# ---- load_store_unit ----
==> load_store_unit/gate_families.png <==
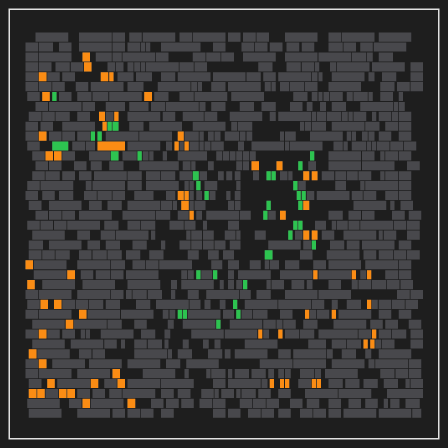

### config.mk
export PLATFORM = sky130hd
export DESIGN_NAME = load_store_unit
export DESIGN_NICKNAME = d
export VERILOG_FILES = /design/src/rtl/load_store_unit.sv
export SDC_FILE = /design/constraint.sdc
export NUM_CORES = 1
export LEC_CHECK = 0
export CAP_MARGIN = 20
export CORE_MARGIN = 4
export CORE_UTILIZATION = 50
export CTS_CLUSTER_DIAMETER = 50
export CTS_CLUSTER_SIZE = 40
export DETAILED_ROUTE_END_ITERATION = 8
export GPL_TIMING_DRIVEN = 0
export MAX_ROUTING_LAYER = met4
export PLACE_DENSITY_LB_ADDON = 0.08
export SYNTH_ARGS = -nofsm -noshare
export SYNTH_HDL_FRONTEND = slang
export SYNTH_SLANG_ARGS = --single-unit
### constraint.sdc
create_clock -name clk -period 4.69 [get_ports clk]
set_input_delay 0.938 -clock clk [delete_from_list [all_inputs] [get_ports clk]]
set_output_delay 0.938 -clock clk [all_outputs]
set_load 0.01 [all_outputs]
### src/rtl/load_store_unit.sv
// Load/store unit: turns RV32I load/store requests into word-aligned data memory
// accesses, with sub-word extraction on loads and read-modify-write on sub-word stores.
module load_store_unit #(
    parameter int unsigned MEM_SIZE = 1024
) (
    input  logic        clk,
    input  logic        rst_n,
    input  logic        req_valid,
    output logic        req_ready,
    input  logic        req_store,
    input  logic [2:0]  req_funct3,
    input  logic [31:0] req_addr,
    input  logic [31:0] req_wdata,
    output logic        resp_valid,
    output logic [31:0] resp_rdata,
    output logic        resp_err,
    output logic        we,
    output logic [31:0] addr,
    output logic [31:0] wdata,
    input  logic [31:0] rdata
);

    typedef enum logic [1:0] {StIdle, StRd, StWr, StResp} state_e;

    localparam logic [2:0] F3W = 3'b010;

    state_e      state_q, state_d;
    logic        store_q, store_d;
    logic [2:0]  funct3_q, funct3_d;
    logic [1:0]  lane_q, lane_d;
    logic [15:0] sdata_q, sdata_d;
    logic [31:0] addr_q, addr_d;
    logic [31:0] wdata_q, wdata_d;
    logic [31:0] resp_rdata_q, resp_rdata_d;
    logic        resp_err_q, resp_err_d;

    logic        req_illegal;
    logic        req_misal;
    logic        req_oor;
    logic        req_bad;
    logic [7:0]  ld_byte;
    logic [15:0] ld_half;
    logic [31:0] ld_ext;
    logic [31:0] merged;

    // Classify the incoming request; any of the three faults yields an error response.
    always_comb begin
        req_illegal = (req_funct3 == 3'b011) || (req_funct3 == 3'b110) ||
                      (req_funct3 == 3'b111) || (req_store && req_funct3[2]);
        req_misal   = ((req_funct3[1:0] == 2'b01) && req_addr[0]) ||
                      ((req_funct3[1:0] == 2'b10) && (req_addr[1:0] != 2'b00));
        req_oor     = req_addr >= 32'(MEM_SIZE);
        req_bad     = req_illegal || req_misal || req_oor;
    end

    // Pick the addressed lane out of the memory word and extend it to 32 bits.
    always_comb begin
        ld_byte = rdata[7:0];
        case (lane_q)
            2'd0:    ld_byte = rdata[7:0];
            2'd1:    ld_byte = rdata[15:8];
            2'd2:    ld_byte = rdata[23:16];
            default: ld_byte = rdata[31:24];
        endcase
        ld_half = lane_q[1] ? rdata[31:16] : rdata[15:0];
        case (funct3_q[1:0])
            2'b00:   ld_ext = {{24{~funct3_q[2] & ld_byte[7]}}, ld_byte};
            2'b01:   ld_ext = {{16{~funct3_q[2] & ld_half[15]}}, ld_half};
            default: ld_ext = rdata;
        endcase
    end

    // Overlay the store data onto the word read back from memory.
    always_comb begin
        merged = rdata;
        if (funct3_q[1:0] == 2'b00) begin
            case (lane_q)
                2'd0:    merged[7:0]   = sdata_q[7:0];
                2'd1:    merged[15:8]  = sdata_q[7:0];
                2'd2:    merged[23:16] = sdata_q[7:0];
                default: merged[31:24] = sdata_q[7:0];
            endcase
        end else if (lane_q[1]) begin
            merged[31:16] = sdata_q;
        end else begin
            merged[15:0] = sdata_q;
        end
    end

    // Next-state logic: request acceptance, read, write and response sequencing.
    always_comb begin
        state_d      = state_q;
        store_d      = store_q;
        funct3_d     = funct3_q;
        lane_d       = lane_q;
        sdata_d      = sdata_q;
        addr_d       = addr_q;
        wdata_d      = wdata_q;
        resp_rdata_d = resp_rdata_q;
        resp_err_d   = resp_err_q;
        case (state_q)
            StIdle: begin
                if (req_valid) begin
                    store_d  = req_store;
                    funct3_d = req_funct3;
                    lane_d   = req_addr[1:0];
                    sdata_d  = req_wdata[15:0];
                    if (req_bad) begin
                        // Faulting requests never touch memory, so addr stays put.
                        resp_err_d   = 1'b1;
                        resp_rdata_d = 32'h0;
                        state_d      = StResp;
                    end else begin
                        addr_d = {req_addr[31:2], 2'b00};
                        if (req_store && (req_funct3 == F3W)) begin
                            wdata_d = req_wdata;
                            state_d = StWr;
                        end else begin
                            state_d = StRd;
                        end
                    end
                end
            end
            StRd: begin
                if (store_q) begin
                    wdata_d = merged;
                    state_d = StWr;
                end else begin
                    resp_rdata_d = ld_ext;
                    resp_err_d   = 1'b0;
                    state_d      = StResp;
                end
            end
            StWr: begin
                resp_rdata_d = 32'h0;
                resp_err_d   = 1'b0;
                state_d      = StResp;
            end
            StResp: begin
                state_d = StIdle;
            end
            default: begin
                state_d = StIdle;
            end
        endcase
    end

    // State and datapath registers with asynchronous reset.
    always_ff @(posedge clk or negedge rst_n) begin
        if (!rst_n) begin
            state_q      <= StIdle;
            store_q      <= 1'b0;
            funct3_q     <= 3'b000;
            lane_q       <= 2'b00;
            sdata_q      <= 16'h0;
            addr_q       <= 32'h0;
            wdata_q      <= 32'h0;
            resp_rdata_q <= 32'h0;
            resp_err_q   <= 1'b0;
        end else begin
            state_q      <= state_d;
            store_q      <= store_d;
            funct3_q     <= funct3_d;
            lane_q       <= lane_d;
            sdata_q      <= sdata_d;
            addr_q       <= addr_d;
            wdata_q      <= wdata_d;
            resp_rdata_q <= resp_rdata_d;
            resp_err_q   <= resp_err_d;
        end
    end

    // Strobes decode straight from state so reset drops them immediately.
    always_comb begin
        req_ready  = (state_q == StIdle);
        we         = (state_q == StWr);
        resp_valid = (state_q == StResp);
        addr       = addr_q;
        wdata      = wdata_q;
        resp_rdata = resp_rdata_q;
        resp_err   = resp_err_q;
    end

endmodule

# ---- layer_link ----
## src/rtl/layer_link.sv

```systemverilog
// layer_link: buffers whole parallel layer outputs in a small frame FIFO and
// drains each frame either as a serial stream of elements (MODE 0) or as the
// index of its largest signed element (MODE 1).
//
// Handshake rules (both sides): a transfer happens on a rising edge where
// valid and ready are both 1. The producer holds its payload and valid stable
// until that edge. o_ready is registered and reflects "FIFO not full";
// i_valid while o_ready=0 discards the frame and flags o_drop/o_overflow.
module layer_link #(
  parameter int N_PARALLEL  = 30,
  parameter int DATA_WIDTH  = 16,
  parameter int FRAME_DEPTH = 2,
  parameter int MODE        = 0
) (
  input  logic                             i_clk,
  input  logic                             i_reset,
  input  logic [N_PARALLEL*DATA_WIDTH-1:0] i_data,
  input  logic                             i_valid,
  output logic                             o_ready,
  input  logic                             i_ready,
  output logic [DATA_WIDTH-1:0]            o_data,
  output logic                             o_valid,
  output logic                             o_last,
  output logic                             o_drop,
  output logic                             o_overflow,
  output logic [1:0]                       o_dbg_state
);

  localparam int FW = N_PARALLEL * DATA_WIDTH;
  localparam int AW = $clog2(FRAME_DEPTH);
  localparam int IW = $clog2(N_PARALLEL);
  localparam logic [IW-1:0] LAST_IDX = IW'(N_PARALLEL - 1);

  typedef enum logic [1:0] {
    S_IDLE = 2'd0,
    S_SEND = 2'd1,
    S_SCAN = 2'd2,
    S_HOLD = 2'd3
  } state_t;

  state_t state, state_d;

  logic [FW-1:0] mem [FRAME_DEPTH];
  logic [AW:0]   wr_ptr, rd_ptr, wr_ptr_d, rd_ptr_d, rd_ptr_inc;
  logic [AW:0]   occupancy;
  logic          empty, full_d, push, pop;
  logic [FW-1:0] head_frame, next_frame;

  logic [IW-1:0]         idx, idx_d, idx_inc;
  logic [DATA_WIDTH-1:0] best_val, best_val_d;
  logic [IW-1:0]         best_idx, best_idx_d;
  logic [DATA_WIDTH-1:0] cur_elem;
  logic                  better;
  logic                  valid_d, last_d;
  logic [DATA_WIDTH-1:0] data_d;

  // Element k of a packed frame.
  function automatic logic [DATA_WIDTH-1:0] elem(input logic [FW-1:0] f,
                                                 input logic [IW-1:0] k);
    return f[int'(k)*DATA_WIDTH +: DATA_WIDTH];
  endfunction

  assign push       = i_valid & o_ready;
  assign occupancy  = wr_ptr - rd_ptr;
  assign empty      = (occupancy == '0);
  assign rd_ptr_inc = rd_ptr + (AW+1)'(1);
  assign head_frame = mem[rd_ptr[AW-1:0]];
  assign next_frame = mem[rd_ptr_inc[AW-1:0]];
  assign wr_ptr_d   = wr_ptr + (AW+1)'(push);
  assign rd_ptr_d   = rd_ptr + (AW+1)'(pop);
  // Same slot index with opposite wrap bits means every slot is occupied.
  assign full_d     = (wr_ptr_d[AW] != rd_ptr_d[AW]) &&
                      (wr_ptr_d[AW-1:0] == rd_ptr_d[AW-1:0]);

  assign idx_inc  = idx + IW'(1);
  assign cur_elem = elem(head_frame, idx);
  // Strict greater-than keeps the earliest index on ties.
  assign better   = (idx == '0) || ($signed(cur_elem) > $signed(best_val));

  assign o_dbg_state = state;

  // Frame storage: write-only port, no reset needed on the data itself.
  always_ff @(posedge i_clk) begin
    if (push) mem[wr_ptr[AW-1:0]] <= i_data;
  end

  // FIFO pointers, registered ready and the drop/overflow flags.
  always_ff @(posedge i_clk or negedge i_reset) begin
    if (!i_reset) begin
      wr_ptr     <= '0;
      rd_ptr     <= '0;
      o_ready    <= 1'b0;
      o_drop     <= 1'b0;
      o_overflow <= 1'b0;
    end else begin
      wr_ptr     <= wr_ptr_d;
      rd_ptr     <= rd_ptr_d;
      o_ready    <= ~full_d;
      o_drop     <= i_valid & ~o_ready;
      o_overflow <= o_overflow | (i_valid & ~o_ready);
    end
  end

  // FSM state, element index, scan accumulator and registered outputs.
  always_ff @(posedge i_clk or negedge i_reset) begin
    if (!i_reset) begin
      state    <= S_IDLE;
      idx      <= '0;
      best_val <= '0;
      best_idx <= '0;
      o_valid  <= 1'b0;
      o_last   <= 1'b0;
      o_data   <= '0;
    end else begin
      state    <= state_d;
      idx      <= idx_d;
      best_val <= best_val_d;
      best_idx <= best_idx_d;
      o_valid  <= valid_d;
      o_last   <= last_d;
      o_data   <= data_d;
    end
  end

  // Next-state and next-output logic for both drain modes.
  always_comb begin
    state_d    = state;
    idx_d      = idx;
    best_val_d = best_val;
    best_idx_d = best_idx;
    valid_d    = o_valid;
    last_d     = o_last;
    data_d     = o_data;
    pop        = 1'b0;

    case (state)
      S_IDLE: begin
        if (MODE == 0) begin
          // Bypass the incoming frame when the FIFO is empty so element 0
          // appears on the cycle right after the write.
          if (!empty) begin
            state_d = S_SEND;
            idx_d   = '0;
            valid_d = 1'b1;
            last_d  = 1'b0;
            data_d  = elem(head_frame, '0);
          end else if (push) begin
            state_d = S_SEND;
            idx_d   = '0;
            valid_d = 1'b1;
            last_d  = 1'b0;
            data_d  = elem(i_data, '0);
          end
        end else begin
          // The frame lands in memory on this edge, so scanning can read it.
          if (!empty || push) begin
            state_d = S_SCAN;
            idx_d   = '0;
          end
        end
      end

      S_SEND: begin
        if (i_ready) begin
          if (idx == LAST_IDX) begin
            pop   = 1'b1;
            idx_d = '0;
            if (occupancy > (AW+1)'(1)) begin
              data_d = elem(next_frame, '0);
              last_d = 1'b0;
            end else if (push) begin
              data_d = elem(i_data, '0);
              last_d = 1'b0;
            end else begin
              valid_d = 1'b0;
              last_d  = 1'b0;
              state_d = S_IDLE;
            end
          end else begin
            idx_d  = idx_inc;
            data_d = elem(head_frame, idx_inc);
            last_d = (idx_inc == LAST_IDX);
          end
        end
      end

      S_SCAN: begin
        if (better) begin
          best_val_d = cur_elem;
          best_idx_d = idx;
        end
        if (idx == LAST_IDX) begin
          state_d = S_HOLD;
          idx_d   = '0;
          valid_d = 1'b1;
          last_d  = 1'b1;
          data_d  = DATA_WIDTH'(better ? idx : best_idx);
        end else begin
          idx_d = idx_inc;
        end
      end

      S_HOLD: begin
        if (i_ready) begin
          pop     = 1'b1;
          valid_d = 1'b0;
          last_d  = 1'b0;
          state_d = S_IDLE;
        end
      end

      default: state_d = S_IDLE;
    endcase
  end

endmodule

```

## config.mk

```make
export PLATFORM = sky130hd
export DESIGN_NAME = layer_link
export DESIGN_NICKNAME = d
export VERILOG_FILES = /design/src/rtl/layer_link.sv
export SDC_FILE = /design/constraint.sdc
export NUM_CORES = 1
export LEC_CHECK = 0
export ABC_CLOCK_PERIOD_IN_PS = 40500
export CAP_MARGIN = 20
export CORE_UTILIZATION = 55
export CTS_CLUSTER_DIAMETER = 40
export DETAILED_ROUTE_END_ITERATION = 10
export HOLD_SLACK_MARGIN = 0.08
export MAX_ROUTING_LAYER = met4
export PLACE_DENSITY = 0.78
export SYNTH_ARGS = -nofsm -noshare
export SYNTH_HDL_FRONTEND = slang
export SYNTH_SLANG_ARGS = --single-unit
```

## constraint.sdc

```tcl
create_clock -name i_clk -period 40.5 [get_ports i_clk]
set_input_delay 6.075 -clock i_clk [delete_from_list [all_inputs] [get_ports i_clk]]
set_output_delay 6.075 -clock i_clk [all_outputs]
set_load 0.005 [all_outputs]
```

==> layer_link/cell_classes.png <==
The bar under the picture is 100 microns long.
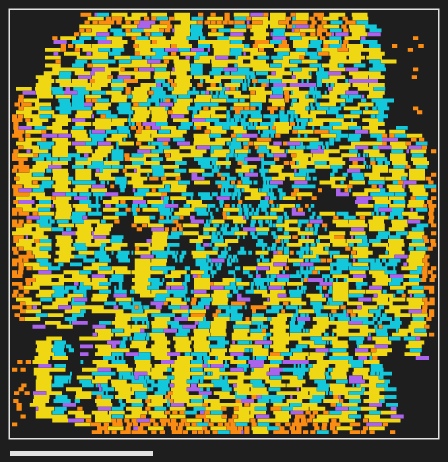
cyan -> all other logic  # cells 1370, share of their area 30%
orange -> other buffers and delay cells  # cells 564, share of their area 9.7%
purple -> clock drivers and dummy loads  # cells 260, share of their area 8.3%
yellow -> flip-flops  # cells 1013, share of their area 52%
core area: 86890 sq um
Finished Cell Area: 59310 sq um
fin util: 68.26%

==> flow_metrics.py, layer_link <==
# Generated from Yosys and OpenROAD reports
metrics = {
    "min_path": {
        "min_from": "best_idx[3]$_DFFE_PN0P_",
    },
    "global_routing": {
        "grt_pass1_vias": 30680,
        "grt_max_degree": 172,
        "grt_usage_pct": 33.43,
    },
    "clocking": {
        "cts_tree": "done",
        "clk_pin_slew_ns": 0.05,
        "numCtsBuffers": 141,
    },
    "sta": {
        "slew_viol_final": 0,
        "slew_headroom_pct": 2.848,
    },
    "power": {
        "seq_power_share_pct": 35.2,
    },
    "placed_design": {
        "routabilityCongestion": 0.9110,
    },
    "synth": {
        "syn_inst": 2576,
    },
    "setup_path": {
        "critPathLaunchType": "primary input",
        "cp.arrival_ns": 10.43,
    },
    "run_status": {
        "status": "completed",
    },
}
layer_link: per-layer routing:
layer  routed length, microns  up-vias  GRT usage [%]  part of all wire, %
met2                    71060     2067          51.82                   49
li1                         -    12110              -                    -
met1                    50900    15780          42.38                   35
met3                    15670      337          7.205                   11
met5                        0        -              -                    0
met4                     6993        0          16.01                  4.8
layer_link: state kept, by name, indices dropped and copies added (netlist names):
signal,flops
wr_ptr,2
best_val,16
best_idx,5
o_drop,1
mem,960
o_valid,1
o_last,1
o_data,16
rd_ptr,2
o_ready,1
idx,5
o_overflow,1
o_dbg_state,2
layer_link: kinds of logic (layout without fill, tap and decap cells):
kind of cell    after synthesis  after routing  synth area share, %
simple gates                326            326                3.065
xor+xnor                     10             10               0.2408
buf+inv                     231            862                2.609
mux                         654            654                26.57
fa+ha+maj                    27             27               0.6990
other cells                   0             37                    0
compound gates              315            315                4.429
flops                      1013           1013                62.39
layer_link: layout make-up:
type                       count  area share (%)
sequential                  1013           50.86
antenna                       37          0.1561
inverter                      38          0.2468
clock buffer                 156           6.151
clock inverter               104           1.964
tap                         1155           2.437
multi-input combinational   1332           28.71
timing repair buffer         564           9.476
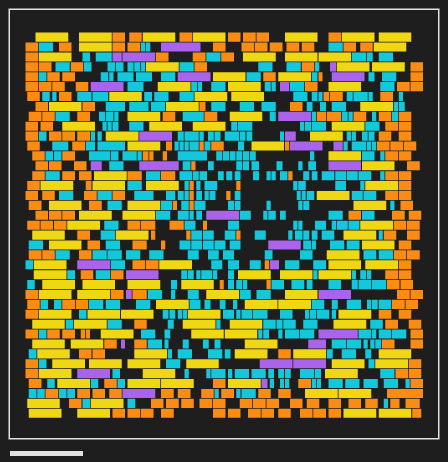
(load_store_unit/cell_classes.png)
The bar under the picture is 20 microns long.
cyan -> all other logic  # cells 387, share of their area 33%
orange -> other buffers and delay cells  # cells 239, share of their area 26%
yellow -> flip-flops  # cells 119, share of their area 34%
purple -> clock drivers and dummy loads  # cells 31, share of their area 6.9%
flop share of the area: 33.77%
Finished Cell Area: 8817 sq um
number of core rows: 39
fin util: 75.92%
core area: 11610 sq um

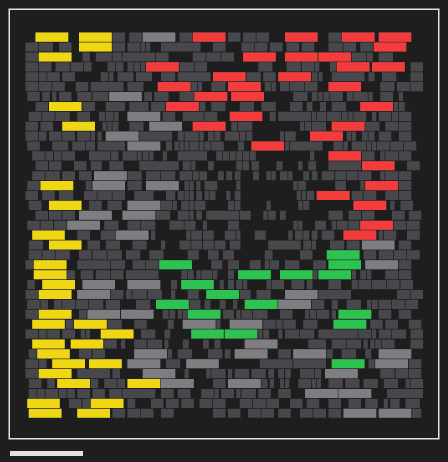
(load_store_unit/registers.png)
The bar under the picture is 20 microns long. Other sequential cells in the stronger grey, the rest of the logic in the fainter grey.
red -> resp_rdata  # placed flops 32
green -> sdata_q  # placed flops 16
yellow -> addr  # placed flops 30, where a column on the left
sequential power: 1.63 mW
register area: 2978 sq um

About load_store_unit/gate_families.png:
orange -> NOR gates  # cells 65, where widely spread
green -> NAND gates  # cells 34
fraction of area in multi-input gates: 30.42%
Finished Layout Cells: 919

==> flow_metrics.py, load_store_unit <==
# Generated from Yosys and OpenROAD reports
metrics = {
    "clocking": {
        "cts.sinks": 119,
        "clk_pin_slew_ns": 0.06,
    },
    "sta": {
        "slew_headroom_pct": 54.57,
        "finClkSkew_ns": 0.005026,
    },
    "global_routing": {
        "grt_use_met1_pct": 34.69,
        "grt.overflow.total": 0,
    },
    "setup_path": {
        "cp-end-kind": "flip-flop",
        "reg2reg_to": "wdata[9]$_DFFE_PN0P_",
        "reg2reg_from": "state_q[1]$_DFFE_PN0N_",
    },
    "layout": {
        "antennaDiodeCount": 0,
        "clockBufferCount": 19,
    },
    "run_status": {
        "status": "completed",
    },
    "synth": {
        "ys_async_sr_fraction_pct": 100.0,
        "ys_cells": 543,
    },
    "power": {
        "power.density_nw_per_um2": 638.3,
    },
    "placed_design": {
        "io_buffers": 200,
    },
}
## load_store_unit: registers in the layout (all words and copies together), names as in the netlist
signal,flops
addr,30
funct3_q,3
lane_q,2
resp_err,1
resp_rdata,32
sdata_q,16
state_q,2
store_q,1
wdata,32
## load_store_unit: metrics by stage
| step | setup slack (ns) | instances | hold slack (ns) | instance area (sq um) | total power, mW |
|---|---|---|---|---|---|
| global route | 1.634 | 919 | 0.4647 | 8817 | 5.953 |
| CTS | 1.738 | 919 | 0.4491 | 8817 | 5.643 |
| finish | 1.780 | 919 | 0.4382 | 8817 | 5.628 |
| global placement | -1.795 | 887 | 0.4678 | 8193 | 4.231 |
| floorplan | 2.145 | 544 | 0.4504 | 6012 | 3.179 |
| detailed placement | 1.309 | 888 | 0.4712 | 8222 | 4.299 |
## load_store_unit: how the worst max path moves through the flow
stage | start | end
after global placement | rst_n | addr[6]$_DFFE_PN0P_
after CTS | req_funct3[0] | wdata[8]$_DFFE_PN0P_
after floorplan | req_addr[0] | wdata[24]$_DFFE_PN0P_
final | req_funct3[0] | wdata[8]$_DFFE_PN0P_
after detailed placement | req_funct3[0] | wdata[8]$_DFFE_PN0P_
after global routing | req_funct3[0] | wdata[0]$_DFFE_PN0P_

# ---- alu_sweep_driver ----
==> alu_sweep_driver/final_congestion.png <==
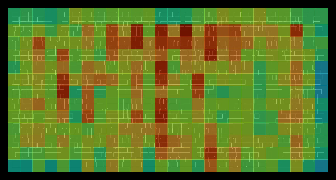
`src/rtl/alu_sweep_driver.sv`:
```
// alu_sweep_driver
//   Drives a 48-vector operand/opcode sweep into an external combinational
//   ALU and folds every result (alu_out ^ apsr) into a 32-bit MISR. At the
//   end of the sweep the signature is compared against a golden value.
//
// Ports
//   clk, rst_n        clock, asynchronous active-low reset
//   start, abort      sweep control (abort has priority)
//   seed_a, seed_b    set-0 operands, taken when a sweep is accepted
//   golden            expected final signature, used on the final capture
//   alu_out, apsr     ALU result and status flags
//   alu_a, alu_b      registered ALU operands
//   alu_op            registered ALU opcode
//   busy, done, pass  sweep status
//   signature         MISR accumulator
//   vec_idx           current vector index (set*16 + alu_op)
//
// state | meaning
// IDLE  | waiting for start, ALU outputs parked at 0
// SWEEP | stepping vectors, capturing on the last dwell cycle of each
// DONE  | sweep finished, done/pass/signature held until start or abort

module alu_sweep_driver #(
  parameter int unsigned DWELL     = 1,
  parameter logic [31:0] MISR_INIT = 32'h0000_0000
) (
  input  logic        clk,
  input  logic        rst_n,
  input  logic        start,
  input  logic        abort,
  input  logic [31:0] seed_a,
  input  logic [31:0] seed_b,
  input  logic [31:0] golden,
  input  logic [31:0] alu_out,
  input  logic [31:0] apsr,
  output logic [31:0] alu_a,
  output logic [31:0] alu_b,
  output logic [3:0]  alu_op,
  output logic        busy,
  output logic        done,
  output logic        pass,
  output logic [31:0] signature,
  output logic [5:0]  vec_idx
);

  typedef enum logic [1:0] {IDLE, SWEEP, DONE} state_t;

  localparam logic [3:0] DWELL_RELOAD = 4'(DWELL - 1);
  localparam logic [5:0] LAST_VEC     = 6'd47;

  state_t      state_q, state_d;
  logic [31:0] alu_a_q, alu_a_d;
  logic [31:0] alu_b_q, alu_b_d;
  logic [3:0]  alu_op_q, alu_op_d;
  logic        pass_q, pass_d;
  logic [31:0] sig_q, sig_d;
  logic [5:0]  vec_idx_q, vec_idx_d;
  logic [3:0]  dwell_q, dwell_d;
  logic [31:0] sig_step;

  assign sig_step = {sig_q[30:0], sig_q[31] ^ sig_q[21] ^ sig_q[1] ^ sig_q[0]}
                    ^ alu_out ^ apsr;

  always_comb begin
    state_d   = state_q;
    alu_a_d   = alu_a_q;
    alu_b_d   = alu_b_q;
    alu_op_d  = alu_op_q;
    pass_d    = pass_q;
    sig_d     = sig_q;
    vec_idx_d = vec_idx_q;
    dwell_d   = dwell_q;

    case (state_q)
      IDLE, DONE: begin
        if (abort) begin
          state_d   = IDLE;
          alu_a_d   = '0;
          alu_b_d   = '0;
          alu_op_d  = '0;
          pass_d    = 1'b0;
          vec_idx_d = '0;
          dwell_d   = '0;
        end else if (start) begin
          state_d   = SWEEP;
          alu_a_d   = seed_a;
          alu_b_d   = seed_b;
          alu_op_d  = '0;
          pass_d    = 1'b0;
          sig_d     = MISR_INIT;
          vec_idx_d = '0;
          dwell_d   = DWELL_RELOAD;
        end
      end

      SWEEP: begin
        if (abort) begin
          // signature deliberately left holding its last value
          state_d   = IDLE;
          alu_a_d   = '0;
          alu_b_d   = '0;
          alu_op_d  = '0;
          pass_d    = 1'b0;
          vec_idx_d = '0;
          dwell_d   = '0;
        end else if (dwell_q == 4'd0) begin
          sig_d   = sig_step;
          dwell_d = DWELL_RELOAD;
          if (vec_idx_q == LAST_VEC) begin
            state_d  = DONE;
            pass_d   = (sig_step == golden);
            alu_a_d  = '0;
            alu_b_d  = '0;
            alu_op_d = '0;
          end else begin
            vec_idx_d = vec_idx_q + 6'd1;
            alu_op_d  = alu_op_q + 4'd1;
            // opcode wrap moves to the next operand set: set 1 is all-zero,
            // set 2 is all-ones
            if (alu_op_q == 4'hF) begin
              if (vec_idx_q[5:4] == 2'd0) begin
                alu_a_d = '0;
                alu_b_d = '0;
              end else begin
                alu_a_d = '1;
                alu_b_d = '1;
              end
            end
          end
        end else begin
          dwell_d = dwell_q - 4'd1;
        end
      end

      default: state_d = IDLE;
    endcase
  end

  always_ff @(posedge clk or negedge rst_n) begin
    if (!rst_n) begin
      state_q   <= IDLE;
      alu_a_q   <= '0;
      alu_b_q   <= '0;
      alu_op_q  <= '0;
      pass_q    <= 1'b0;
      sig_q     <= '0;
      vec_idx_q <= '0;
      dwell_q   <= '0;
    end else begin
      state_q   <= state_d;
      alu_a_q   <= alu_a_d;
      alu_b_q   <= alu_b_d;
      alu_op_q  <= alu_op_d;
      pass_q    <= pass_d;
      sig_q     <= sig_d;
      vec_idx_q <= vec_idx_d;
      dwell_q   <= dwell_d;
    end
  end

  assign alu_a     = alu_a_q;
  assign alu_b     = alu_b_q;
  assign alu_op    = alu_op_q;
  assign busy      = (state_q == SWEEP);
  assign done      = (state_q == DONE);
  assign pass      = pass_q;
  assign signature = sig_q;
  assign vec_idx   = vec_idx_q;

endmodule

```
`config.mk`:
```
export PLATFORM = sky130hd
export DESIGN_NAME = alu_sweep_driver
export DESIGN_NICKNAME = d
export VERILOG_FILES = /design/src/rtl/alu_sweep_driver.sv
export SDC_FILE = /design/constraint.sdc
export NUM_CORES = 1
export LEC_CHECK = 0
export CORE_ASPECT_RATIO = 0.5
export CORE_MARGIN = 2
export CORE_UTILIZATION = 38
export CTS_CLUSTER_SIZE = 28
export DETAILED_ROUTE_END_ITERATION = 6
export GPL_ROUTABILITY_DRIVEN = 1
export PLACE_DENSITY = 0.75
export SETUP_SLACK_MARGIN = 0.05
export SLEW_MARGIN = 20
export SYNTH_ARGS = -nofsm -noshare
export SYNTH_HDL_FRONTEND = slang
export SYNTH_SLANG_ARGS = --single-unit
```
`constraint.sdc`:
```
create_clock -name clk -period 3.1 [get_ports clk]
set_clock_uncertainty 0.15 [all_clocks]
set_input_delay 0.31 -clock clk [delete_from_list [all_inputs] [get_ports clk]]
set_output_delay 0.31 -clock clk [all_outputs]
set_load 0.05 [all_outputs]
```
==> flow_metrics.py <==
# Generated from Yosys and OpenROAD reports
metrics = {
    "run_status": {
        "status": "completed",
    },
    "routing": {
        "top_layer": "met4",
        "viasPerCell": 4.960,
        "totalWireLength_microns": 17910,
    },
    "synth": {
        "ys_cells": 636,
        "syn_area_sq_um": 5864,
        "ys_area_sq_um": 5864,
        "ys_async_sr_fraction_pct": 100.0,
        "syn_inst": 636,
        "edf_count": 0,
    },
    "global_routing": {
        "grt_pass1_wl_microns": 28900,
        "grt.overflow.total": 0,
        "grt_max_degree": 65,
    },
    "clocking": {
        "clock_latency_ns": 0.40,
        "cts_root_buffer": "clkbuf_16",
        "clk_pin_slew_ns": 0.06,
        "h-tree-depth": 4,
    },
    "power": {
        "p_leak_nw": 3.794,
        "power.density_nw_per_um2": 659.0,
        "seq_power_share_pct": 30.3,
        "power_frac_comb_pct": 38.9,
        "powerSeq_mw": 1.88,
        "power_mw": 6.191,
        "combinationalPower_mw": 2.41,
        "power-top-group": "combinational cells",
        "intPower_mw": 3.791,
        "sw_frac_of_total_pct": 38.77,
        "p_sw_mw": 2.400,
    },
    "layout": {
        "area_growth_pct": 60.19,
        "final_cells": 1119,
    },
    "sta": {
        "rsz0062_at_grt": "no",
        "fin_hold_ws_ns": 0.3245,
        "layout_min_cycle_time_ns": 2.550,
    },
    "setup_path": {
        "cp-end-kind": "flip-flop",
        "reg2regPathDepth": 7,
        "critPathCapture": "pass$_DFFE_PN0P_",
        "reg2reg_from": "vec_idx[0]$_DFFE_PN0P_",
        "critical_path.startpoint": "vec_idx[0]$_DFFE_PN0P_",
        "cp_max_fo": 6,
        "slowest_stage": "a2111oi_0",
        "crit_required_ns": 3.26,
    },
    "placed_design": {
        "hpwlAfterDp_microns": 13290,
    },
    "floorplan": {
        "rows": 32,
        "initCoreUtil_pct": 38.44,
    },
}
Notes on alu_sweep_driver/final_congestion.png above:
GR Util met3: 5.203%
Total Routing Usage GR: 21.75%
routed len/inst: 16.01 microns

[kinds of logic (layout without fill, tap and decap cells)]
| kind of cell | Yosys count | after routing | share of synthesized area [%] |
|---|---|---|---|
| AND-OR/OR-AND | 199 | 199 | 18.26 |
| AND/OR/NAND/NOR | 174 | 174 | 13.89 |
| flip-flops | 113 | 113 | 48.22 |
| XOR/XNOR | 103 | 103 | 15.38 |
| buffers and inverters | 43 | 322 | 3.392 |
| adder cells (fa/ha/maj) | 4 | 4 | 0.8535 |
[flip-flops by register name, summed over array words and instances, names as in the netlist]
| register | cells |
|---|---|
| alu_b | 32 |
| alu_op | 4 |
| alu_a | 32 |
| state_q | 2 |
| dwell_q | 4 |
| pass | 1 |
| signature | 32 |
| vec_idx | 6 |
[timing repair]
item	in CTS	in global routing
gates resized	0	0
endpoints found under the setup margin	0	0
hold buffers	1	0
endpoints found under the hold margin	41	0
[cell type report]
cell class              instances  area share, %
repair buffers                284          30.34
inverters                       6         0.2397
clock inverters                13          1.332
flip-flops and latches        113          30.10
multi-input cells             480          30.45
clock buffers                  19          4.822
well taps                     204          2.717


==> gallery <==
Wiring by layer.
Plate I
The bar under the picture is 20 microns long. Only two layers are drawn.
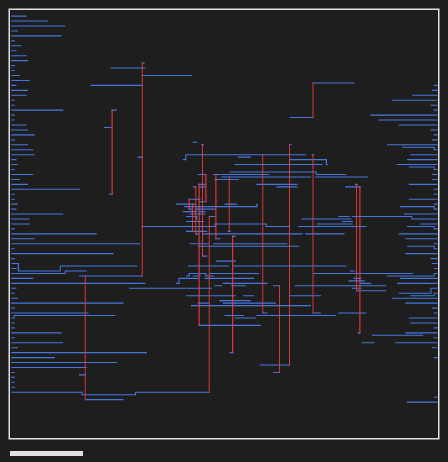
Plate II
The bar under the picture is 50 microns long. Only two layers are drawn.
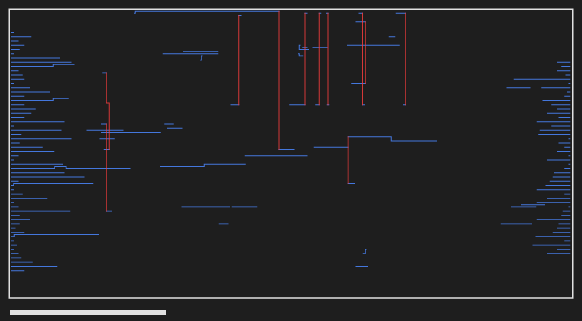
Plate III
The bar under the picture is 100 microns long. Only two layers are drawn.
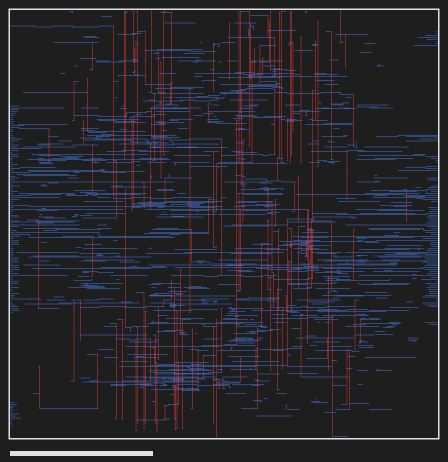
alu_sweep_driver is Plate II.
layer_link is Plate III.
load_store_unit is Plate I.

Power and IR drop assume default switching activity.
